# ---- design 1 ----
**Design 1: pin map**

Scale: 2 px per um. Pins as bars across the die edge, other pins in gray.
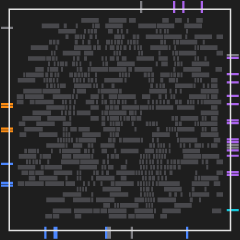

File: src/rtl/seg_scan_decoder.sv
// rtl/seg_scan_decoder.sv - recovers 16-bit hex value and decimal points from a 4-digit 7-segment scan bus
// Optional: SEGDEC_CHANGE_ONLY_EN suppresses valid for frames identical to the last reported one.
module seg_scan_decoder #(
  parameter int STABLE_CYC  = 4,
  parameter int TIMEOUT_CYC = 200000
) (
  input  logic        clk,
  input  logic        rst_n,
  input  logic [3:0]  AN,
  input  logic [7:0]  SEGMENT,
  output logic [15:0] value,
  output logic [3:0]  dp,
  output logic        valid,
  output logic        bad_seg,
  output logic        stale
);

  localparam int SW = $clog2(STABLE_CYC + 1);
  localparam int IW = $clog2(TIMEOUT_CYC + 1);
  localparam logic [SW-1:0] STAB_LAST = SW'(STABLE_CYC - 1);
  localparam logic [SW-1:0] STAB_SAT  = SW'(STABLE_CYC);
  localparam logic [IW-1:0] IDLE_LAST = IW'(TIMEOUT_CYC - 1);
  localparam logic [IW-1:0] IDLE_SAT  = IW'(TIMEOUT_CYC);

  logic [3:0]    an_s1, an_s2, an_q;
  logic [7:0]    seg_s1, seg_s2, seg_q;
  logic [SW-1:0] stab_cnt;
  logic [IW-1:0] idle_cnt;
  logic [15:0]   stage_val;
  logic [3:0]    stage_dp;
  logic [3:0]    mask;
  logic          ferr;
  logic          same, onehot, accept, complete, timeout_hit, upd;
  logic [1:0]    digit;
  logic [3:0]    sel;
  logic [4:0]    dec;

  function automatic logic [4:0] seg_decode(input logic [6:0] s);
    case (s)
      7'h40: seg_decode = 5'h00;
      7'h79: seg_decode = 5'h01;
      7'h24: seg_decode = 5'h02;
      7'h30: seg_decode = 5'h03;
      7'h19: seg_decode = 5'h04;
      7'h12: seg_decode = 5'h05;
      7'h02: seg_decode = 5'h06;
      7'h78: seg_decode = 5'h07;
      7'h00: seg_decode = 5'h08;
      7'h10: seg_decode = 5'h09;
      7'h08: seg_decode = 5'h0A;
      7'h03: seg_decode = 5'h0B;
      7'h46: seg_decode = 5'h0C;
      7'h21: seg_decode = 5'h0D;
      7'h06: seg_decode = 5'h0E;
      7'h0E: seg_decode = 5'h0F;
      default: seg_decode = 5'h10;  // bit 4 flags an undecodable pattern
    endcase
  endfunction

  always_comb begin
    onehot = 1'b1;
    digit  = 2'd0;
    case (an_s2)
      4'b1110: digit = 2'd0;
      4'b1101: digit = 2'd1;
      4'b1011: digit = 2'd2;
      4'b0111: digit = 2'd3;
      default: onehot = 1'b0;
    endcase
  end

  assign same        = ({an_s2, seg_s2} == {an_q, seg_q});
  // Counter saturates past STAB_LAST so a long stable run accepts only once.
  assign accept      = same && (stab_cnt == STAB_LAST) && onehot;
  assign sel         = 4'b0001 << digit;
  assign dec         = seg_decode(seg_s2[6:0]);
  assign complete    = (mask == 4'hF);
  assign timeout_hit = (idle_cnt == IDLE_LAST) && !accept;
`ifdef SEGDEC_CHANGE_ONLY_EN
  assign upd = ({stage_val, stage_dp, ferr} != {value, dp, bad_seg});
`else
  assign upd = 1'b1;
`endif

  always_ff @(posedge clk or negedge rst_n) begin
    if (!rst_n) begin
      an_s1    <= 4'hF;
      an_s2    <= 4'hF;
      an_q     <= 4'hF;
      seg_s1   <= 8'hFF;
      seg_s2   <= 8'hFF;
      seg_q    <= 8'hFF;
      stab_cnt <= '0;
    end else begin
      an_s1  <= AN;
      an_s2  <= an_s1;
      an_q   <= an_s2;
      seg_s1 <= SEGMENT;
      seg_s2 <= seg_s1;
      seg_q  <= seg_s2;
      if (!same)
        stab_cnt <= '0;
      else if (stab_cnt != STAB_SAT)
        stab_cnt <= stab_cnt + 1'b1;
    end
  end

  always_ff @(posedge clk or negedge rst_n) begin
    if (!rst_n) begin
      idle_cnt  <= '0;
      stage_val <= '0;
      stage_dp  <= '0;
      mask      <= '0;
      ferr      <= 1'b0;
      value     <= '0;
      dp        <= '0;
      valid     <= 1'b0;
      bad_seg   <= 1'b0;
      stale     <= 1'b1;
    end else begin
      valid <= 1'b0;
      if (accept)
        idle_cnt <= '0;
      else if (idle_cnt != IDLE_SAT)
        idle_cnt <= idle_cnt + 1'b1;

      if (accept) begin
        stage_val[digit*4 +: 4] <= dec[3:0];
        stage_dp[digit]         <= ~seg_s2[7];
      end

      // An accept landing on the completion cycle seeds the next frame.
      if (complete) begin
        mask  <= accept ? sel : 4'h0;
        ferr  <= accept & dec[4];
        stale <= 1'b0;
        if (upd) begin
          value   <= stage_val;
          dp      <= stage_dp;
          bad_seg <= ferr;
          valid   <= 1'b1;
        end
      end else if (timeout_hit) begin
        mask  <= 4'h0;
        ferr  <= 1'b0;
        stale <= 1'b1;
      end else if (accept) begin
        mask <= mask | sel;
        ferr <= ferr | dec[4];
      end
    end
  end

endmodule

File: config.mk
export PLATFORM = sky130hd
export DESIGN_NAME = seg_scan_decoder
export DESIGN_NICKNAME = d
export VERILOG_FILES = /design/src/rtl/seg_scan_decoder.sv
export SDC_FILE = /design/constraint.sdc
export NUM_CORES = 1
export LEC_CHECK = 0
export ABC_AREA = 1
export CORE_MARGIN = 3
export CORE_UTILIZATION = 45
export DETAILED_ROUTE_END_ITERATION = 6
export PLACE_DENSITY_LB_ADDON = 0.08
export SLEW_MARGIN = 40
export SYNTH_ARGS = -nofsm -noshare
export SYNTH_HDL_FRONTEND = slang
export SYNTH_SLANG_ARGS = --single-unit
export TNS_END_PERCENT = 20
File: constraint.sdc
create_clock -name clk -period 3.82 [get_ports clk]
set_input_delay 0.573 -clock clk [delete_from_list [all_inputs] [get_ports clk]]
set_output_delay 0.573 -clock clk [all_outputs]
set_load 0.005 [all_outputs]
# ---- design 2 ----
`config.mk`:
```
export PLATFORM = sky130hd
export DESIGN_NAME = get_local_unit
export DESIGN_NICKNAME = d
export VERILOG_FILES = /design/src/rtl/get_local_unit.sv
export SDC_FILE = /design/constraint.sdc
export NUM_CORES = 1
export LEC_CHECK = 0
export CORE_MARGIN = 10
export CORE_UTILIZATION = 44
export CTS_BUF_LIST = sky130_fd_sc_hd__clkbuf_4 sky130_fd_sc_hd__clkbuf_8
export DETAILED_ROUTE_END_ITERATION = 10
export PLACE_DENSITY_LB_ADDON = 0.3
export SLEW_MARGIN = 20
export SYNTH_ARGS = -nofsm -noshare
export SYNTH_HDL_FRONTEND = slang
export SYNTH_SLANG_ARGS = --single-unit
```
`constraint.sdc`:
```
create_clock -name clk -period 5 [get_ports clk]
set_clock_uncertainty 0.2 [all_clocks]
set_input_delay 0.5 -clock clk [delete_from_list [all_inputs] [get_ports clk]]
set_output_delay 0.5 -clock clk [all_outputs]
set_load 0.02 [all_outputs]
```
`src/rtl/get_local_unit.sv`:
```
// get_local execution unit: bounds-checks a local index, reads the slot from stack memory
// and pushes value+type onto the operand stack. Optional type check under `LOCAL_TYPECHECK_EN`.
//
// state   | meaning
// IDLE    | waiting for start
// READ    | memory latency cycle, address already presented
// CAPTURE | register read data/type (type check when enabled)
// PUSH    | push_valid held until push_ready
// DONE    | one-cycle done pulse
// TRAP    | sticky error, left only by reset
module get_local_unit #(
   parameter int STACK_DEPTH = 7
) (
   input  logic                   clk,
   input  logic                   reset,
   input  logic                   start,
   input  logic [31:0]            local_index,
   input  logic [31:0]            num_locals,
   input  logic [STACK_DEPTH:0]   frame_base,
   input  logic [STACK_DEPTH:0]   sp,
   output logic [STACK_DEPTH:0]   mem_raddr,
   input  logic [63:0]            mem_rdata,
   input  logic [1:0]             mem_rtype,
`ifdef LOCAL_TYPECHECK_EN
   input  logic [1:0]             expected_type,
`endif
   output logic                   push_valid,
   input  logic                   push_ready,
   output logic [63:0]            push_data,
   output logic [1:0]             push_type,
   output logic                   busy,
   output logic                   done,
   output logic [3:0]             trap
);

   typedef enum logic [2:0] {
      S_IDLE    = 3'd0,
      S_READ    = 3'd1,
      S_CAPTURE = 3'd2,
      S_PUSH    = 3'd3,
      S_DONE    = 3'd4,
      S_TRAP    = 3'd5
   } state_t;

   localparam logic [3:0] TRAP_NONE     = 4'd0;
   localparam logic [3:0] TRAP_OVERFLOW = 4'd1;
   localparam logic [3:0] TRAP_RANGE    = 4'd2;
   localparam logic [3:0] TRAP_TYPE     = 4'd3;

   // sp >= 2**STACK_DEPTH is exactly "top bit set" for a STACK_DEPTH+1 bit pointer
   localparam logic [STACK_DEPTH:0] SP_FULL = {1'b1, {STACK_DEPTH{1'b0}}};

   state_t                 state_q;
   logic [STACK_DEPTH:0]   raddr_q, raddr_d;
   logic                   push_valid_q;
   logic [63:0]            push_data_q;
   logic [1:0]             push_type_q;
   logic                   busy_q;
   logic                   done_q;
   logic [3:0]             trap_q;
   logic                   idx_oob_d;
   logic                   stack_full_d;
`ifdef LOCAL_TYPECHECK_EN
   logic [1:0]             exp_type_q;
`endif

   always_comb begin
      idx_oob_d    = (local_index >= num_locals);
      stack_full_d = (sp >= SP_FULL);
      raddr_d      = frame_base + local_index[STACK_DEPTH:0];
   end

   always_ff @(posedge clk or negedge reset) begin
      if (!reset) begin
         state_q      <= S_IDLE;
         raddr_q      <= '0;
         push_valid_q <= 1'b0;
         push_data_q  <= '0;
         push_type_q  <= '0;
         busy_q       <= 1'b0;
         done_q       <= 1'b0;
         trap_q       <= TRAP_NONE;
`ifdef LOCAL_TYPECHECK_EN
         exp_type_q   <= '0;
`endif
      end else begin
         case (state_q)
            S_IDLE: begin
               done_q <= 1'b0;
               if (start) begin
                  if (idx_oob_d) begin
                     trap_q  <= TRAP_RANGE;
                     state_q <= S_TRAP;
                  end else if (stack_full_d) begin
                     trap_q  <= TRAP_OVERFLOW;
                     state_q <= S_TRAP;
                  end else begin
                     raddr_q <= raddr_d;
                     busy_q  <= 1'b1;
                     state_q <= S_READ;
`ifdef LOCAL_TYPECHECK_EN
                     exp_type_q <= expected_type;
`endif
                  end
               end
            end
            S_READ: state_q <= S_CAPTURE;
            S_CAPTURE: begin
`ifdef LOCAL_TYPECHECK_EN
               if (mem_rtype != exp_type_q) begin
                  trap_q  <= TRAP_TYPE;
                  busy_q  <= 1'b0;
                  state_q <= S_TRAP;
               end else begin
                  push_data_q  <= mem_rdata;
                  push_type_q  <= mem_rtype;
                  push_valid_q <= 1'b1;
                  state_q      <= S_PUSH;
               end
`else
               push_data_q  <= mem_rdata;
               push_type_q  <= mem_rtype;
               push_valid_q <= 1'b1;
               state_q      <= S_PUSH;
`endif
            end
            S_PUSH: begin
               if (push_ready) begin
                  push_valid_q <= 1'b0;
                  done_q       <= 1'b1;
                  state_q      <= S_DONE;
               end
            end
            S_DONE: begin
               done_q  <= 1'b0;
               busy_q  <= 1'b0;
               state_q <= S_IDLE;
            end
            S_TRAP:  state_q <= S_TRAP;
            default: state_q <= S_IDLE;
         endcase
      end
   end

   assign mem_raddr  = raddr_q;
   assign push_valid = push_valid_q;
   assign push_data  = push_data_q;
   assign push_type  = push_type_q;
   assign busy       = busy_q;
   assign done       = done_q;
   assign trap       = trap_q;

endmodule
```
# ---- design 3 ----
File: src/rtl/ras_ctrl_pkg.sv
// Shared types for the RAS sequencer: FSM state encoding and stage occupancy count type.
package ras_ctrl_pkg;

  localparam int RAS_SCRATCHPAD_DEPTH = 16;
  localparam int RAS_CNT_W            = $clog2(RAS_SCRATCHPAD_DEPTH) + 1;

  typedef logic [RAS_CNT_W-1:0] cnt_t;

  typedef enum logic [1:0] {
    INIT    = 2'd0,
    RUN     = 2'd1,
    RECOVER = 2'd2,
    CLEAR   = 2'd3
  } ras_ctrl_state_e;

endpackage

File: src/rtl/ras_ctrl_if.sv
// Fetch-side RAS op handshake: one op per cycle, accepted on op_valid & op_ready.
interface ras_ctrl_if #(
  parameter int WIDTH = 31
);
  logic             op_valid;
  logic             call;
  logic             ret;
  logic [WIDTH-1:0] target;
  logic             op_ready;

  modport master (output op_valid, call, ret, target, input  op_ready);
  modport slave  (input  op_valid, call, ret, target, output op_ready);
endinterface

File: src/rtl/ras_ctrl_stage_cnt.sv
// Occupancy counter for one speculative stage scratchpad; clr wins over inc/dec.
module ras_ctrl_stage_cnt
  import ras_ctrl_pkg::*;
#(
  parameter int SCRATCHPAD_DEPTH = RAS_SCRATCHPAD_DEPTH,
  localparam int CW = $clog2(SCRATCHPAD_DEPTH) + 1
) (
  input  logic          clk,
  input  logic          rst_ni,
  input  logic          inc,
  input  logic          dec,
  input  logic          clr,
  output logic [CW-1:0] cnt,
  output logic          empty,
  output logic          full
);

  always_ff @(posedge clk or negedge rst_ni) begin
    if (!rst_ni)  cnt <= '0;
    else if (clr) cnt <= '0;
    else          cnt <= cnt + CW'(inc) - CW'(dec);
  end

  assign empty = (cnt == '0);
  assign full  = (cnt == CW'(SCRATCHPAD_DEPTH));

`ifndef SYNTHESIS
  // Upstream ready logic must make wrap impossible.
  a_no_wrap: assert property (@(posedge clk) disable iff (!rst_ni)
    !clr |-> !(dec && !inc && empty) && !(inc && !dec && full));
`endif

endmodule

File: src/rtl/ras_ctrl.sv
// Sequencer in front of the RAS: maps fetch ops and commit/kill events onto ras strobes,
// tracks per-stage occupancy for backpressure, and sequences init/clear/kill recovery.
module ras_ctrl
  import ras_ctrl_pkg::*;
#(
  parameter int STAGES           = 2,
  parameter int WIDTH            = 31,
  parameter int SCRATCHPAD_DEPTH = 16
) (
  input  logic              clk,
  input  logic              rst_ni,
  input  logic              clr_i,
  ras_ctrl_if.slave         op,
  input  logic [STAGES-1:0] commit_i,
  output logic [STAGES-1:0] commit_ready_o,
  input  logic [STAGES-1:0] kill_i,
  output logic              ras_push_o,
  output logic              ras_pop_o,
  output logic [WIDTH-1:0]  ras_din_o,
  output logic [STAGES-1:0] ras_commit_o,
  output logic [STAGES-1:0] ras_flush_o,
  output logic              ras_rst_o,
  input  logic [WIDTH-1:0]  ras_dout_i,
  input  logic              ras_valid_i,
  output logic              pred_valid_o,
  output logic [WIDTH-1:0]  pred_addr_o,
  output logic              err_o
);

  localparam int CW = $clog2(SCRATCHPAD_DEPTH) + 1;

  localparam logic [1:0] ST_INIT    = 2'(INIT);
  localparam logic [1:0] ST_RUN     = 2'(RUN);
  localparam logic [1:0] ST_RECOVER = 2'(RECOVER);
  localparam logic [1:0] ST_CLEAR   = 2'(CLEAR);

  logic [1:0] state, state_nxt;

  logic [STAGES-1:0][CW-1:0] cnt;
  logic [STAGES-1:0]         empty, full, inc, dec, sclr;
  logic [STAGES-1:0]         kmask;   // stages at or below the highest kill
  logic                      live, kill_act, accept, commit_bad;

  // clr_i outranks everything, so it gates every strobe except ras_rst_o.
  assign live     = (state == ST_RUN) & ~clr_i;
  assign kill_act = ((state == ST_RUN) | (state == ST_RECOVER)) & ~clr_i & (|kill_i);

  assign op.op_ready = live & ~(|kill_i) & ~full[0];
  assign accept      = op.op_valid & op.op_ready;

  assign ras_push_o = accept & op.call;
  assign ras_pop_o  = accept & op.ret;
  assign ras_din_o  = accept ? op.target : '0;

  assign ras_flush_o  = kill_act ? kmask : '0;
  assign ras_commit_o = commit_i & commit_ready_o;
  assign ras_rst_o    = (state == ST_INIT) | clr_i;

  assign pred_valid_o = (state == ST_RUN) & ras_valid_i;
  assign pred_addr_o  = ras_dout_i;

  for (genvar i = 0; i < STAGES; i++) begin : g_stage
    assign kmask[i] = |kill_i[STAGES-1:i];

    // The last stage drains to BRAM, so it never waits on a downstream slot.
    if (i < STAGES-1) begin : g_mid
      assign commit_ready_o[i] = live & ~kmask[i] & ~empty[i] & ~full[i+1];
    end else begin : g_last
      assign commit_ready_o[i] = live & ~kmask[i] & ~empty[i];
    end

    if (i == 0) begin : g_inc_op
      assign inc[i] = accept;
    end else begin : g_inc_cmt
      assign inc[i] = ras_commit_o[i-1];
    end

    assign dec[i]  = ras_commit_o[i];
    assign sclr[i] = clr_i | ras_flush_o[i];

    ras_ctrl_stage_cnt #(
      .SCRATCHPAD_DEPTH(SCRATCHPAD_DEPTH)
    ) u_cnt (
      .clk   (clk),
      .rst_ni(rst_ni),
      .inc   (inc[i]),
      .dec   (dec[i]),
      .clr   (sclr[i]),
      .cnt   (cnt[i]),
      .empty (empty[i]),
      .full  (full[i])
    );
  end

  // Commits swallowed by a kill or a clear are expected; anything else is a protocol error.
  assign commit_bad = ~clr_i & (|(commit_i & ~commit_ready_o & ~ras_flush_o));

  always_ff @(posedge clk or negedge rst_ni) begin
    if (!rst_ni)         err_o <= 1'b0;
    else if (commit_bad) err_o <= 1'b1;
  end

  always_comb begin
    state_nxt = state;
    if (clr_i) begin
      state_nxt = ST_CLEAR;
    end else begin
      case (state)
        ST_INIT:    state_nxt = ST_RUN;
        ST_RUN:     state_nxt = kill_act ? ST_RECOVER : ST_RUN;
        ST_RECOVER: state_nxt = kill_act ? ST_RECOVER : ST_RUN;
        ST_CLEAR:   state_nxt = ST_RUN;
        default:    state_nxt = ST_INIT;
      endcase
    end
  end

  always_ff @(posedge clk or negedge rst_ni) begin
    if (!rst_ni) state <= ST_INIT;
    else         state <= state_nxt;
  end

endmodule
File: src/flat_wrapper.sv
// flat-port wrapper written by rule: the top's interface ports become plain ports
module ras_ctrl_flat import ras_ctrl_pkg::*;
#(
  parameter int STAGES           = 2,
  parameter int WIDTH            = 31,
  parameter int SCRATCHPAD_DEPTH = 16
)
  (clk, rst_ni, clr_i, commit_i, commit_ready_o, kill_i, ras_push_o, ras_pop_o, ras_din_o, ras_commit_o, ras_flush_o, ras_rst_o, ras_dout_i, ras_valid_i, pred_valid_o, pred_addr_o, err_o, op_op_valid, op_call, op_ret, op_target, op_op_ready);
  ras_ctrl_if #(.WIDTH(WIDTH)) op_i ();
  input  logic clk;
  input  logic rst_ni;
  input  logic clr_i;
  input  logic [STAGES-1:0] commit_i;
  output logic [STAGES-1:0] commit_ready_o;
  input  logic [STAGES-1:0] kill_i;
  output logic ras_push_o;
  output logic ras_pop_o;
  output logic [WIDTH-1:0] ras_din_o;
  output logic [STAGES-1:0] ras_commit_o;
  output logic [STAGES-1:0] ras_flush_o;
  output logic ras_rst_o;
  input  logic [WIDTH-1:0] ras_dout_i;
  input  logic ras_valid_i;
  output logic pred_valid_o;
  output logic [WIDTH-1:0] pred_addr_o;
  output logic err_o;
  input wire logic [$bits(op_i.op_valid)-1:0] op_op_valid;
  input wire logic [$bits(op_i.call)-1:0] op_call;
  input wire logic [$bits(op_i.ret)-1:0] op_ret;
  input wire logic [$bits(op_i.target)-1:0] op_target;
  output wire logic [$bits(op_i.op_ready)-1:0] op_op_ready;
  assign op_i.op_valid = op_op_valid;
  assign op_i.call = op_call;
  assign op_i.ret = op_ret;
  assign op_i.target = op_target;
  assign op_op_ready = op_i.op_ready;
  ras_ctrl #(.STAGES(STAGES), .WIDTH(WIDTH), .SCRATCHPAD_DEPTH(SCRATCHPAD_DEPTH)) u_core (.clk(clk), .rst_ni(rst_ni), .clr_i(clr_i), .op(op_i), .commit_i(commit_i), .commit_ready_o(commit_ready_o), .kill_i(kill_i), .ras_push_o(ras_push_o), .ras_pop_o(ras_pop_o), .ras_din_o(ras_din_o), .ras_commit_o(ras_commit_o), .ras_flush_o(ras_flush_o), .ras_rst_o(ras_rst_o), .ras_dout_i(ras_dout_i), .ras_valid_i(ras_valid_i), .pred_valid_o(pred_valid_o), .pred_addr_o(pred_addr_o), .err_o(err_o));
endmodule
File: config.mk
export PLATFORM = sky130hd
export DESIGN_NAME = ras_ctrl_flat
export DESIGN_NICKNAME = d
export VERILOG_FILES = /design/src/rtl/ras_ctrl_pkg.sv /design/src/rtl/ras_ctrl_if.sv /design/src/rtl/ras_ctrl_stage_cnt.sv /design/src/rtl/ras_ctrl.sv /design/src/flat_wrapper.sv
export SDC_FILE = /design/constraint.sdc
export NUM_CORES = 1
export LEC_CHECK = 0
export CORE_MARGIN = 4
export CORE_UTILIZATION = 30
export DETAILED_ROUTE_END_ITERATION = 8
export PLACE_DENSITY = 0.83
export REMOVE_ABC_BUFFERS = 1
export SLEW_MARGIN = 20
export SYNTH_ARGS = -nofsm -noshare
export SYNTH_HDL_FRONTEND = slang
export SYNTH_SLANG_ARGS = --single-unit
File: constraint.sdc
create_clock -name clk -period 6.4 [get_ports clk]
set_input_delay 1.6 -clock clk [delete_from_list [all_inputs] [get_ports clk]]
set_output_delay 1.6 -clock clk [all_outputs]
set_load 0.02 [all_outputs]
# ---- design 4 ----
$ cat src/rtl/param_datapath.sv
`default_nettype none
// ============================================================================
// Module   : param_datapath
// Purpose  : Parametrised register-file / ALU datapath. One instruction is
//            accepted per cycle over a valid/ready handshake, its result is
//            captured into a writeback (W) stage and committed to the
//            register file on the following edge. Operands are bypassed from
//            W so back-to-back dependent instructions see the newest value.
//            Zero/carry flags track the last ALU instruction.
// Options  : MULT_EN - when defined, opcode 1110 runs a WIDTH-cycle
//            shift-add multiplier that deasserts in_ready while it runs.
//            When undefined, 1110 is a single-cycle op returning 0 and
//            busy is tied low.
// Ports    : clk, reset (sync, active-high)
//            in_valid/in_ready      - issue handshake
//            muxSel, inputData      - load path select and load value
//            dstSel, A_sel, B_sel   - destination and operand registers
//            OP_Sel                 - ALU opcode
//            wb_valid/wb_dst/wb_data- writeback stage contents
//            flag_zero, flag_carry  - status of last ALU result
//            busy                   - multiplier running
//            rd_sel/rd_data         - debug read port (no bypass)
// Revision : 1.0 - initial parametrised release
// ============================================================================
module param_datapath #(
    parameter int WIDTH = 8,
    parameter int NREGS = 16,
    parameter int SEL_W = 4
) (
    input  logic             clk,
    input  logic             reset,
    input  logic             in_valid,
    output logic             in_ready,
    input  logic             muxSel,
    input  logic [WIDTH-1:0] inputData,
    input  logic [SEL_W-1:0] dstSel,
    input  logic [SEL_W-1:0] A_sel,
    input  logic [SEL_W-1:0] B_sel,
    input  logic [3:0]       OP_Sel,
    output logic             wb_valid,
    output logic [SEL_W-1:0] wb_dst,
    output logic [WIDTH-1:0] wb_data,
    output logic             flag_zero,
    output logic             flag_carry,
    output logic             busy,
    input  logic [SEL_W-1:0] rd_sel,
    output logic [WIDTH-1:0] rd_data
);

    localparam logic [3:0] c_OP_ZERO = 4'b0000;
    localparam logic [3:0] c_OP_PASS = 4'b0001;
    localparam logic [3:0] c_OP_INC  = 4'b0010;
    localparam logic [3:0] c_OP_DEC  = 4'b0011;
    localparam logic [3:0] c_OP_ADD  = 4'b0100;
    localparam logic [3:0] c_OP_NEG  = 4'b0101;
    localparam logic [3:0] c_OP_AND  = 4'b0110;
    localparam logic [3:0] c_OP_OR   = 4'b0111;
    localparam logic [3:0] c_OP_EQ   = 4'b1000;
    localparam logic [3:0] c_OP_GT   = 4'b1001;
    localparam logic [3:0] c_OP_XOR  = 4'b1010;
    localparam logic [3:0] c_OP_SUB  = 4'b1011;
    localparam logic [3:0] c_OP_SHL  = 4'b1100;
    localparam logic [3:0] c_OP_SHR  = 4'b1101;
    localparam logic [3:0] c_OP_MUL  = 4'b1110;
    localparam logic [3:0] c_OP_NOT  = 4'b1111;

    localparam logic [WIDTH-1:0] c_ONE     = {{(WIDTH-1){1'b0}}, 1'b1};
    localparam logic [WIDTH:0]   c_ONE_EXT = {{WIDTH{1'b0}}, 1'b1};

    logic [WIDTH-1:0] r_regs [NREGS];
    logic             r_wbValid;
    logic [SEL_W-1:0] r_wbDst;
    logic [WIDTH-1:0] r_wbData;
    logic             r_flagZero;
    logic             r_flagCarry;

    logic             w_accept;
    logic [WIDTH-1:0] w_opA;
    logic [WIDTH-1:0] w_opB;
    logic [WIDTH:0]   w_addSum;
    logic [WIDTH:0]   w_subSum;
    logic [WIDTH:0]   w_incSum;
    logic [WIDTH:0]   w_decSum;
    logic [WIDTH-1:0] w_aluRes;
    logic             w_aluCarry;

    logic             w_mulStart;
    logic             w_mulDone;
    logic [WIDTH-1:0] w_mulResult;
    logic [SEL_W-1:0] w_mulDst;

    assign w_accept = in_valid && in_ready;

    // Operand read with bypass from W: the register file only sees the W
    // value one edge later, so the newest value for that register lives in W.
    assign w_opA = (r_wbValid && (r_wbDst == A_sel)) ? r_wbData : r_regs[A_sel];
    assign w_opB = (r_wbValid && (r_wbDst == B_sel)) ? r_wbData : r_regs[B_sel];

    // Subtractions are formed as A + ~B + 1 so the top bit is "no borrow".
    assign w_addSum = {1'b0, w_opA} + {1'b0, w_opB};
    assign w_subSum = {1'b0, w_opA} + {1'b0, ~w_opB} + c_ONE_EXT;
    assign w_incSum = {1'b0, w_opA} + c_ONE_EXT;
    assign w_decSum = {1'b0, w_opA} + {1'b0, ~c_ONE} + c_ONE_EXT;

    always_comb begin
        w_aluRes   = '0;
        w_aluCarry = 1'b0;
        case (OP_Sel)
            c_OP_ZERO: w_aluRes = '0;
            c_OP_PASS: w_aluRes = w_opA;
            c_OP_INC:  {w_aluCarry, w_aluRes} = w_incSum;
            c_OP_DEC:  {w_aluCarry, w_aluRes} = w_decSum;
            c_OP_ADD:  {w_aluCarry, w_aluRes} = w_addSum;
            c_OP_NEG:  w_aluRes = ~w_opA + c_ONE;
            c_OP_AND:  w_aluRes = w_opA & w_opB;
            c_OP_OR:   w_aluRes = w_opA | w_opB;
            c_OP_EQ:   w_aluRes = {{(WIDTH-1){1'b0}}, (w_opA == w_opB)};
            c_OP_GT:   w_aluRes = {{(WIDTH-1){1'b0}}, (w_opA > w_opB)};
            c_OP_XOR:  w_aluRes = w_opA ^ w_opB;
            c_OP_SUB:  {w_aluCarry, w_aluRes} = w_subSum;
            // A shift amount >= WIDTH shifts every bit out, giving 0.
            c_OP_SHL:  w_aluRes = w_opA << w_opB;
            c_OP_SHR:  w_aluRes = w_opA >> w_opB;
            // Single-cycle value for 1110; the multiplier (if present)
            // bypasses this path entirely.
            c_OP_MUL:  w_aluRes = '0;
            c_OP_NOT:  w_aluRes = ~w_opA;
            default:   w_aluRes = '0;
        endcase
    end

`ifdef MULT_EN
    localparam int                 c_CNT_W    = $clog2(WIDTH + 1);
    localparam logic [c_CNT_W-1:0] c_CNT_LAST = c_CNT_W'(WIDTH - 1);
    localparam logic [c_CNT_W-1:0] c_CNT_ONE  = c_CNT_W'(1);

    logic               r_busy;
    logic [c_CNT_W-1:0] r_mulCnt;
    logic [WIDTH-1:0]   r_mulAcc;
    logic [WIDTH-1:0]   r_mulCand;
    logic [WIDTH-1:0]   r_mulPlier;
    logic [SEL_W-1:0]   r_mulDst;
    logic [WIDTH-1:0]   w_mulAdd;

    assign w_mulStart  = w_accept && !muxSel && (OP_Sel == c_OP_MUL);
    // One partial product per cycle; only the low WIDTH bits are kept.
    assign w_mulAdd    = r_mulAcc + (r_mulPlier[0] ? r_mulCand : '0);
    // The last step's sum goes straight to W on the edge busy falls.
    assign w_mulDone   = r_busy && (r_mulCnt == c_CNT_LAST);
    assign w_mulResult = w_mulAdd;
    assign w_mulDst    = r_mulDst;

    always_ff @(posedge clk) begin
        if (reset) begin
            r_busy     <= 1'b0;
            r_mulCnt   <= '0;
            r_mulAcc   <= '0;
            r_mulCand  <= '0;
            r_mulPlier <= '0;
            r_mulDst   <= '0;
        end else if (w_mulStart) begin
            r_busy     <= 1'b1;
            r_mulCnt   <= '0;
            r_mulAcc   <= '0;
            r_mulCand  <= w_opA;
            r_mulPlier <= w_opB;
            r_mulDst   <= dstSel;
        end else if (r_busy) begin
            r_mulAcc   <= w_mulAdd;
            r_mulCand  <= r_mulCand << 1;
            r_mulPlier <= r_mulPlier >> 1;
            r_mulCnt   <= r_mulCnt + c_CNT_ONE;
            if (w_mulDone) begin
                r_busy <= 1'b0;
            end
        end
    end

    assign busy     = r_busy;
    assign in_ready = !r_busy;
`else
    assign w_mulStart  = 1'b0;
    assign w_mulDone   = 1'b0;
    assign w_mulResult = '0;
    assign w_mulDst    = '0;
    assign busy        = 1'b0;
    assign in_ready    = 1'b1;
`endif

    // Register file commit, W-stage capture and flags. The W-to-regfile write
    // and a new W capture share the same edge.
    always_ff @(posedge clk) begin
        if (reset) begin
            for (int i = 0; i < NREGS; i++) begin
                r_regs[i] <= '0;
            end
            r_wbValid   <= 1'b0;
            r_wbDst     <= '0;
            r_wbData    <= '0;
            r_flagZero  <= 1'b0;
            r_flagCarry <= 1'b0;
        end else begin
            if (r_wbValid) begin
                r_regs[r_wbDst] <= r_wbData;
            end
            r_wbValid <= 1'b0;
            if (w_mulDone) begin
                r_wbValid   <= 1'b1;
                r_wbDst     <= w_mulDst;
                r_wbData    <= w_mulResult;
                r_flagZero  <= (w_mulResult == '0);
                r_flagCarry <= 1'b0;
            end else if (w_accept && !w_mulStart) begin
                r_wbValid <= 1'b1;
                r_wbDst   <= dstSel;
                if (muxSel) begin
                    r_wbData <= inputData;
                end else begin
                    r_wbData    <= w_aluRes;
                    r_flagZero  <= (w_aluRes == '0);
                    r_flagCarry <= w_aluCarry;
                end
            end
        end
    end

    assign wb_valid   = r_wbValid;
    assign wb_dst     = r_wbDst;
    assign wb_data    = r_wbData;
    assign flag_zero  = r_flagZero;
    assign flag_carry = r_flagCarry;
    assign rd_data    = r_regs[rd_sel];

endmodule
`default_nettype wire

$ cat config.mk
export PLATFORM = sky130hd
export DESIGN_NAME = param_datapath
export DESIGN_NICKNAME = d
export VERILOG_FILES = /design/src/rtl/param_datapath.sv
export SDC_FILE = /design/constraint.sdc
export NUM_CORES = 1
export LEC_CHECK = 0
export CORE_UTILIZATION = 55
export DETAILED_ROUTE_END_ITERATION = 10
export GPL_ROUTABILITY_DRIVEN = 0
export GPL_TIMING_DRIVEN = 0
export PLACE_DENSITY = 0.74
export SLEW_MARGIN = 20
export SYNTH_ARGS = -nofsm -noshare
export SYNTH_HDL_FRONTEND = slang
export SYNTH_SLANG_ARGS = --single-unit
$ cat constraint.sdc
create_clock -name clk -period 9.7 [get_ports clk]
set_clock_uncertainty 0.2 [all_clocks]
set_input_delay 1.94 -clock clk [delete_from_list [all_inputs] [get_ports clk]]
set_output_delay 1.94 -clock clk [all_outputs]
set_load 0.01 [all_outputs]
**Design 4: the metal 2 layer**

Scale: 2 px per um. Cells faint in the background.
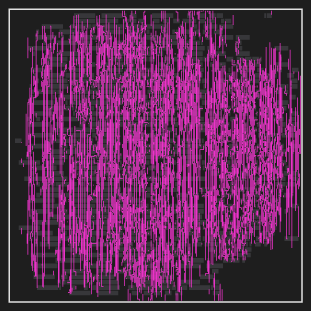
960 nets have wire on it. The layer holds 48% of the routed length. The wires run mostly vertical. The layer carries 18000 um of wire.
global routing met2 resource utilization: 59.6%
total via count in the routed design: 9542
WL final: 37.2 mm

==> git commit body, design 4 <==
Add synthesis and place-and-route results

- Sequential power: 0.722 mW
- Per the GRT congestion report, total overflow comes to 0.
- Largest voltage drop on the vdd net: between 0.1 and 0.15 mV
- The share of synthesized area in the top cell type comes to 33.9%.
* Worst Setup EP: flag_zero$_SDFFE_PP0P_
* Headroom to the max-slew limit: 26.5%
- The script extracted a total leakage power of approximately 4.7 nW.
* Syn nets: about 1100
- HPWL reported at the end of detailed placement: around 29 mm
- STA lists the startpoint of the worst register-to-register path as wb_dst[1]$_SDFFE_PP0P_.
- Maxcap violations: 0
- Final tally of max-slew violations: 0
* Sequence of cells on the critical path: clkdlybuf4s50_1 -> buf_4 -> buf_4 -> mux4_2 -> mux2i_1 -> mux2i_1 -> mux2i_2 -> buf_2 -> ha_1 -> o21bai_1 -> a221oi_1 -> o21bai_1 -> a21oi_1 -> o21bai_1 -> nor2_1 -> a211o_1 -> a221oi_1 -> a41oi_1 -> nor4b_2 -> a31o_1
* Layout cell share with drive strength beyond 1: 19.1%
- Power group with the largest share: sequential cells
- Clock tree synthesis selected as its root buffer the cell sky130_fd_sc_hd__clkbuf_16.
* Most used routing layer: met2
- Synth cell count leaders: 128 x sky130_fd_sc_hd__edfxtp_1, 97 x sky130_fd_sc_hd__and2_1, 92 x sky130_fd_sc_hd__mux4_2
- After clock tree synthesis, the repair step resized 0 gates.
- The run finished with clean final reports.
- DRC violations left: 0
* Count of flip-flops and latches: 143
* DRC marker count from the first detailed-route iteration: 1119
- Before placement the cells fill 56.0% of the core.
* EDFF count, synth: 128
-- design 4: layer usage --
layer / wire length, um / part of all wire [%] / vias up
met5: 0 / 0 / -
met4: 2350 / 6.3 / 0
met3: 4310 / 12 / 186
met2: 18000 / 48 / 838
met1: 12600 / 34 / 4516
li1: - / - / 4002
-- design 4: registers in the layout, summed over array words and instances (netlist names) --
signal and count:
flag_zero 1, flag_carry 1, wb_data 8, wb_valid 1, r_regs 128, wb_dst 4
-- design 4: kinds of logic (layout without fill, tap and decap cells) --
group           count (synthesis)  count (layout)  synth area share, %
mux                           190             190                 27.4
compound gates                164             164                 10.2
buf+inv                       115             192                 4.56
fa+ha+maj                      29              29                 3.33
other cells                     2               2               0.0662
simple gates                  356             356                 16.8
flops                         143             143                 36.5
xor+xnor                       14              14                 1.08
-- design 4: through the flow --
stage	util [%]	worst slack (ps)	area, um^2	total power, mW	instances
2_1_floorplan	-	3440	11300	1.07	1013
3_3_place_gp	59.9	2110	12100	1.21	1328
3_5_place_dp	60.0	2070	12100	1.22	1328
4_1_cts	62.9	2520	12700	1.89	1360
5_1_grt	62.9	1580	12700	1.96	1360
6_report	62.9	2220	12700	1.91	1360
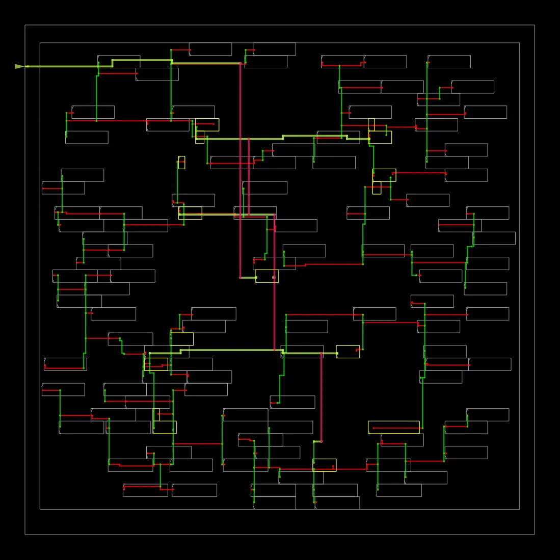
**Above:** design 1 (the clock network).
setup skew after layout: 9.02 ps
number of clock buffers in the layout: 13
count of flip-flops and latches: 105

Notes on 'pin map' of design 1 above:
Key: purple = `value` [pins 16, direction output, edge 13 right, 3 top]; blue = `SEGMENT` [pins 8, direction input, edge 5 bottom, 3 left]; cyan = `rst_n` [pins 1, direction input, edge right]; orange = `AN` [pins 4, direction input, edge left]
All pins by edge: 17 right, 8 left, 8 bottom, 4 top.

==> git commit body, design 1 <==
Add synthesis and place-and-route results

- Placed instance area: 5370 um^2
- The power report lists the clock group at 0.677 mW.
* Crit path max-delay cell type: sky130_fd_sc_hd__dfstp_2
- The smallest clock period supported by the final layout is computed as 2190 ps.
- For this run, the post-layout net count is 641.
- Area of the core region: 10400 um^2
- The dominant power group in this design is sequential cells.
* Portion of the layout cell area used by non-clock buffers: 6.94%
* Maximum cell stage delay along the critical path: 600 ps
- Cts repair resizes: 0
- ANT cells: 0
* Cell area power density: 348 nW/um^2
- Maximum number of buffers from clock root to sink: 2
- Cells fill 53.5% of the core in the end.
- The run finished with clean final reports.
- After synthesis, the share of flip-flops with an asynchronous set or reset is 100%.
- Yosys attributes the largest share of cell area to sky130_fd_sc_hd__dfrtp_1 35%, sky130_fd_sc_hd__dfstp_2 20%, sky130_fd_sc_hd__nand2_1 14%.
- Per the OpenROAD floorplan log, the width of the die is 110 um.
- In the floorplan report the effective utilization is 46.7%.
- For this run, the chip area from Yosys synthesis comes to about 4900 um^2.
- The critical path endpoint has a required time of 4120 ps.
- Number of setup buffers added after CTS: 0
- The root buffer cell chosen for the clock tree is sky130_fd_sc_hd__clkbuf_8.
- Crit path max-delay family: simple AND/OR/NAND/NOR gates
## design 1: cells by family (layout without fill, tap and decap cells)
family          after synthesis  count (layout)  synth area share (%)
compound gates               68              68                  7.57
xor+xnor                      6               6                  1.08
fa+ha+maj                    12              12                  3.09
buf+inv                      81             128                  6.51
flops                       105             105                  55.0
simple gates                301             301                  26.7
## design 1: worst register-to-register path, stage by stage, from the launching register on
cell and delay [ps]:
sky130_fd_sc_hd__dfstp_2 600, sky130_fd_sc_hd__xnor2_1 130, sky130_fd_sc_hd__nand2_1 90, sky130_fd_sc_hd__nor2_2 350, sky130_fd_sc_hd__nand3_4 430, sky130_fd_sc_hd__nand2_1 320
sky130_fd_sc_hd__a21oi_1 90, sky130_fd_sc_hd__nor2_1 110
## design 1: flip-flops by register name, summed over array words and instances, names as in the netlist, 8 cells and up
| signal | flops |
|---|---|
| stage_val | 16 |
| seg_s1 | 8 |
| value | 16 |
| idle_cnt | 18 |
| seg_q | 8 |
| seg_s2 | 8 |
## design 1: routing by layer
layer  vias to the layer above  share of wire, %  GRT usage, %
met5                         -                 0             0
met2                        61                46          27.5
li1                       1898                 -             -
met3                         9               3.7          3.76
met1                      1734                49          23.9
met4                         0               1.2          5.08
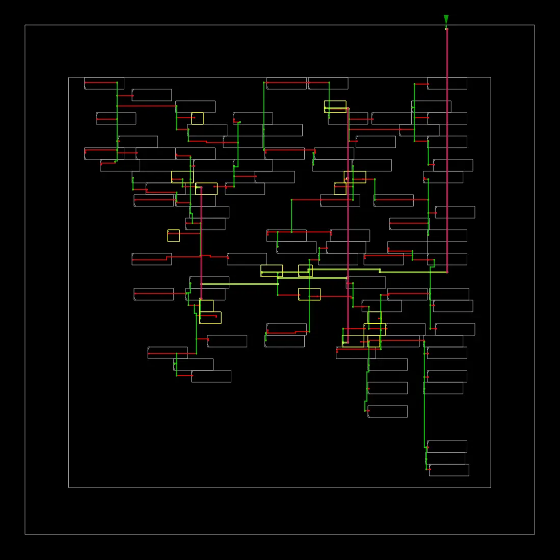
**Above:** design 2 (the clock network).
count of flip-flops and latches: 82
Sinks on Clock Net: 82

==> git commit body, design 2 <==
Add synthesis and place-and-route results

* Final cell count without fillers: between 700 and 800
- In this run, CTS created clock tree buffers numbering 9.
- Arrival time of the worst setup path: 3260 ps
- In this run the full chip footprint comes out at 14000 um^2.
* Setup repair after global routing missed its margin: no
* Basic Gates by Area: 6.77%
- Post-CTS repair ended up resizing 0 cells.
- Outcome: finished, violations left
- HPWL reported at the end of detailed placement: 10.4 mm
- Main logic family after synthesis: multiplexers
- Violations in the final reports: negative hold slack
- Endpoints failing hold in the final report were tallied at 10.
- The run reported a max-capacitance violation count of 0.
* Overall global routing resource usage: 17.3%
* Proportion of power drawn by flip-flops and latches: about a third
- The detailed router reported a total wirelength of between 10 and 15 mm.
* Global routing met2 resource utilization: between 30% and 40%
* Worst-Margin Slew: 859 ps
* Crit path max-delay cell type: sky130_fd_sc_hd__nor4_4
* H-tree levels: 3
- Minimum hold slack: -13.0 ps
- The number of warnings reported in the stage logs is 34.
* Clock network power consumption: 0.434 mW
* Met2 WL post-DR: 6.46 mm
- Crit path buf inv count: 2
* Layout cell share with drive strength beyond 1: between 10% and 20%
* Antenna violations before repair: 0
## design 2: synthesized netlist by cell type (2+ instances only)
cell type                  number  share of area [%]
sky130_fd_sc_hd__a21o_1         4               0.71
sky130_fd_sc_hd__a21oi_1       16                1.9
sky130_fd_sc_hd__buf_4          2               0.35
sky130_fd_sc_hd__clkbuf_1       7               0.62
sky130_fd_sc_hd__dfrtp_1       82                 48
sky130_fd_sc_hd__ha_1          39                 11
sky130_fd_sc_hd__inv_1         40                3.5
sky130_fd_sc_hd__mux2_2        66                 17
sky130_fd_sc_hd__mux2_4         7                2.5
sky130_fd_sc_hd__mux2i_1        2               0.47
sky130_fd_sc_hd__nand2_1       12                1.1
sky130_fd_sc_hd__nand2b_1       3               0.44
sky130_fd_sc_hd__nand3_1        4               0.47
sky130_fd_sc_hd__nand4_1        4               0.59
sky130_fd_sc_hd__nor2_1        14                1.2
sky130_fd_sc_hd__nor2b_1        2               0.29
sky130_fd_sc_hd__nor3_1         4               0.47
sky130_fd_sc_hd__o21a_1         2               0.35
sky130_fd_sc_hd__o21ai_0       11                1.3
sky130_fd_sc_hd__or4_4          2               0.53
sky130_fd_sc_hd__xnor2_1        4               0.82
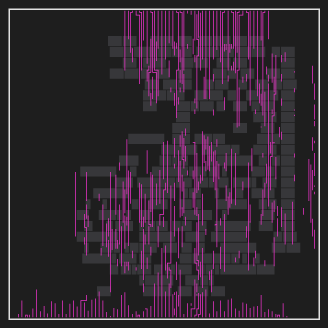
**Above:** design 3 (the metal 2 layer).
Scale: 4 px per um. Cells faint in the background.
The longest straight run is 30.6 um. The layer holds 42% of the routed length. 258 nets have wire on it. The wires run mostly vertical.
global routing met2 resource utilization: 21.9%
WL final: 4.84 mm

==> git commit body, design 3 <==
Add synthesis and place-and-route results

* Logic area: 779 um^2
- Category of the worst setup path capture point: primary output
- Crit path from: clr_i
* Port-buffer cells: 84
* Headroom to the max-slew limit: 48.7%
- In this run the top signal layer used is met5.
* Maxcap violations: 0
- Met1 Track Usage GR: 18.0%
- Initial core utilization: 32.0%
- Outcome: finished clean
- In this run the critical register-to-register path is launched from u_core.state[1]$_DFF_PN0_.
- Number of buffers created by CTS: 3
- Detailed-router iteration count before antenna repair: 4
* Main logic family after synthesis: simple AND/OR/NAND/NOR gates
* ANT cells: 0
- Total Negative Setup Slacks: 0 ps
- The total area inside the core boundary comes to 4470 um^2.
- Per the timing report, the achievable frequency comes out to 179 MHz.
- The OpenROAD report gives the critical path a required time of around 4800 ps.
* Number of cells in the yosys synthesis report: 172
- Gate count of the mapped netlist: around 170
==> design 3: worst max-delay path, stage by stage <==
cell,delay (ps)
sky130_fd_sc_hd__clkdlybuf4s50_1,510
sky130_fd_sc_hd__or4b_4,590
sky130_fd_sc_hd__a31oi_2,150
sky130_fd_sc_hd__buf_4,290
sky130_fd_sc_hd__and3_1,200
sky130_fd_sc_hd__clkdlybuf4s50_1,620
==> design 3: sequential cells by signal, indices dropped and copies added, names as in the netlist <==
signal,cells
u_core.err_o,1
u_core.state,2
u_core.g_stage.u_cnt.cnt,10
==> design 3: layout make-up <==
cell class	count	area share, %
clock buffers	4	2.13
inverters	14	2.48
multi-input cells	105	36.8
flip-flops and latches	13	15.4
well taps	52	3.08
repair buffers	85	40.1
==> design 3: per-stage QoR <==
step	setup slack, ps	cells	util [%]	instance area [um^2]
finish	827	273	47.3	2120
global route	716	273	47.3	2120
CTS	840	273	47.3	2120
detailed placement	839	269	46.3	2070
global placement	878	269	46.3	2070
floorplan	1500	132	-	1160
==> design 3: where the power goes <==
part	internal [mW]	switching, mW
Clock	0.0439	0.0282
Combinational	0.0377	0.0274
Sequential	0.0843	0.000923
Total	0.166	0.0565

==> layout pictures side by side <==
Clock wires, drivers and flops.
(a)
Scale: 4 px per um.
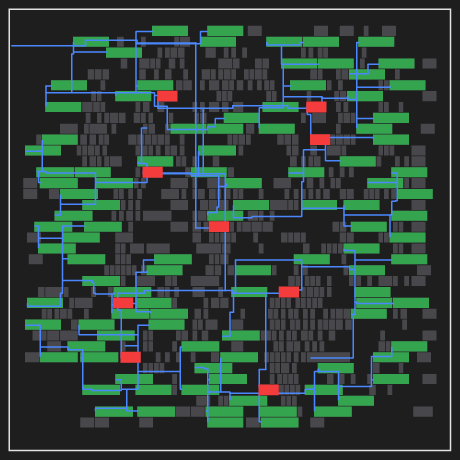
(b)
Scale: 4 px per um.
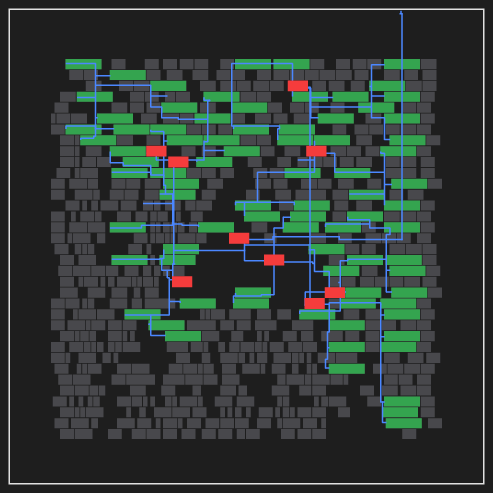
(c)
Scale: 8 px per um.
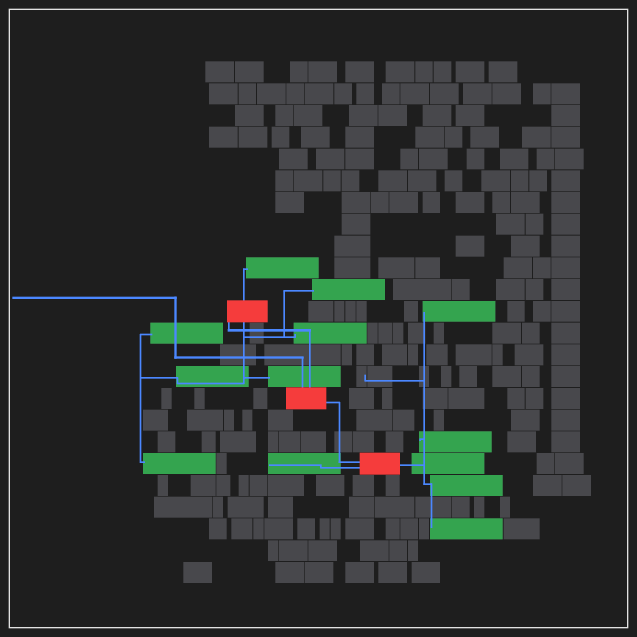
(d)
Scale: 4 px per um.
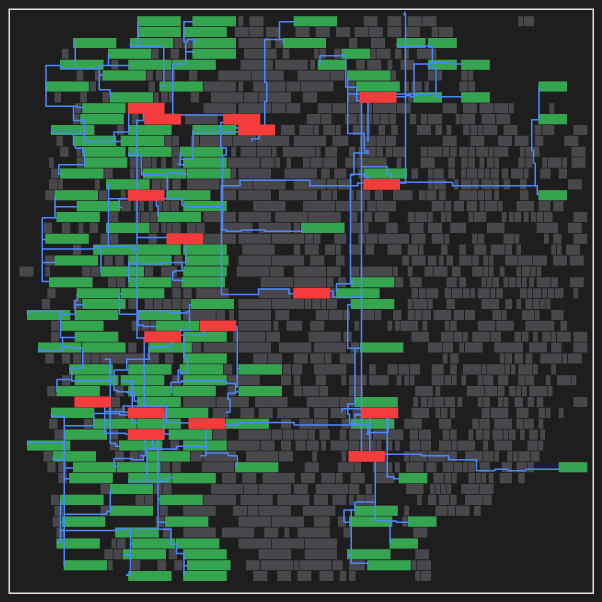
For design 3, see (c).
For design 2, see (b).
For design 4, see (d).
For design 1, see (a).
The one with the fewest sequential cells is (c).



==> layout pictures side by side <==
Cells colored by class.
picture 1
Scale: 3 px per um. Fill, decap, tap and diode cells in gray.
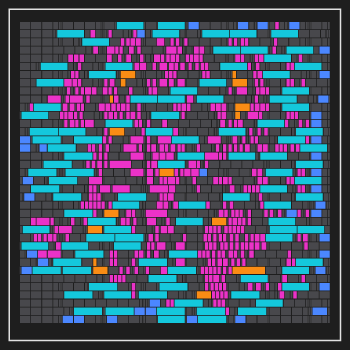
picture 2
Scale: 2 px per um. Fill, decap, tap and diode cells in gray.
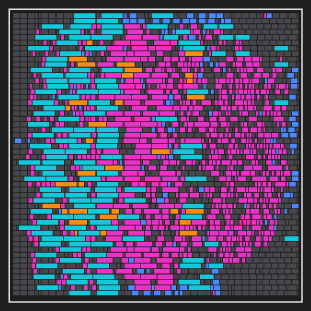
picture 3
Scale: 3 px per um. Fill, decap, tap and diode cells in gray.
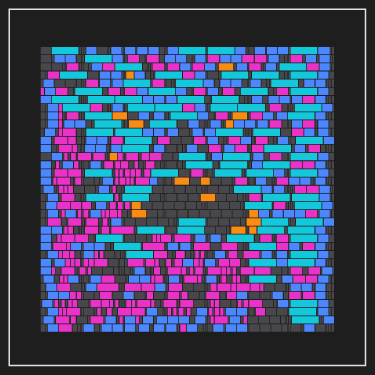
picture 4
Scale: 4 px per um. Fill, decap, tap and diode cells in gray.
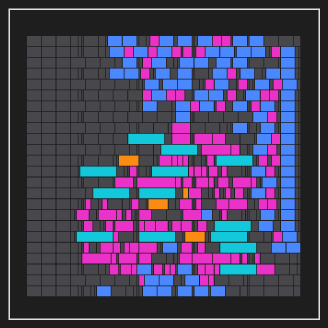
picture 4: design 3
picture 3: design 2
picture 2: design 4
picture 1: design 1
- fewest cells: picture 4
- fewest sequential cells: picture 4


## Gallery

Pin map.
panel A
Scale: 2 px per um. Pins as bars across the die edge, other pins in gray.
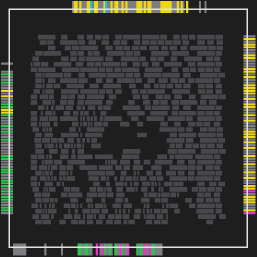
panel B
Scale: 4 px per um. Pins as bars across the die edge, other pins in gray.
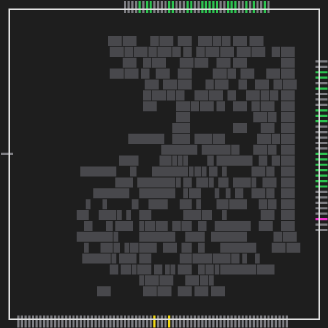
panel C
Scale: 2 px per um. Pins as bars across the die edge, other pins in gray.
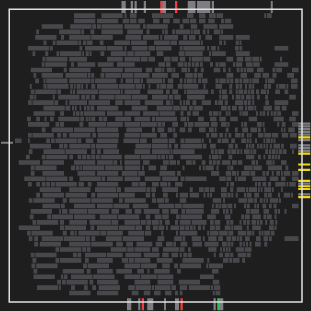
The one with the largest die is panel C.
The one with the most pins is panel A.
Design 2 is panel A.
Design 4 is panel C.
Design 3 is panel B.

Power and IR drop assume default switching activity.
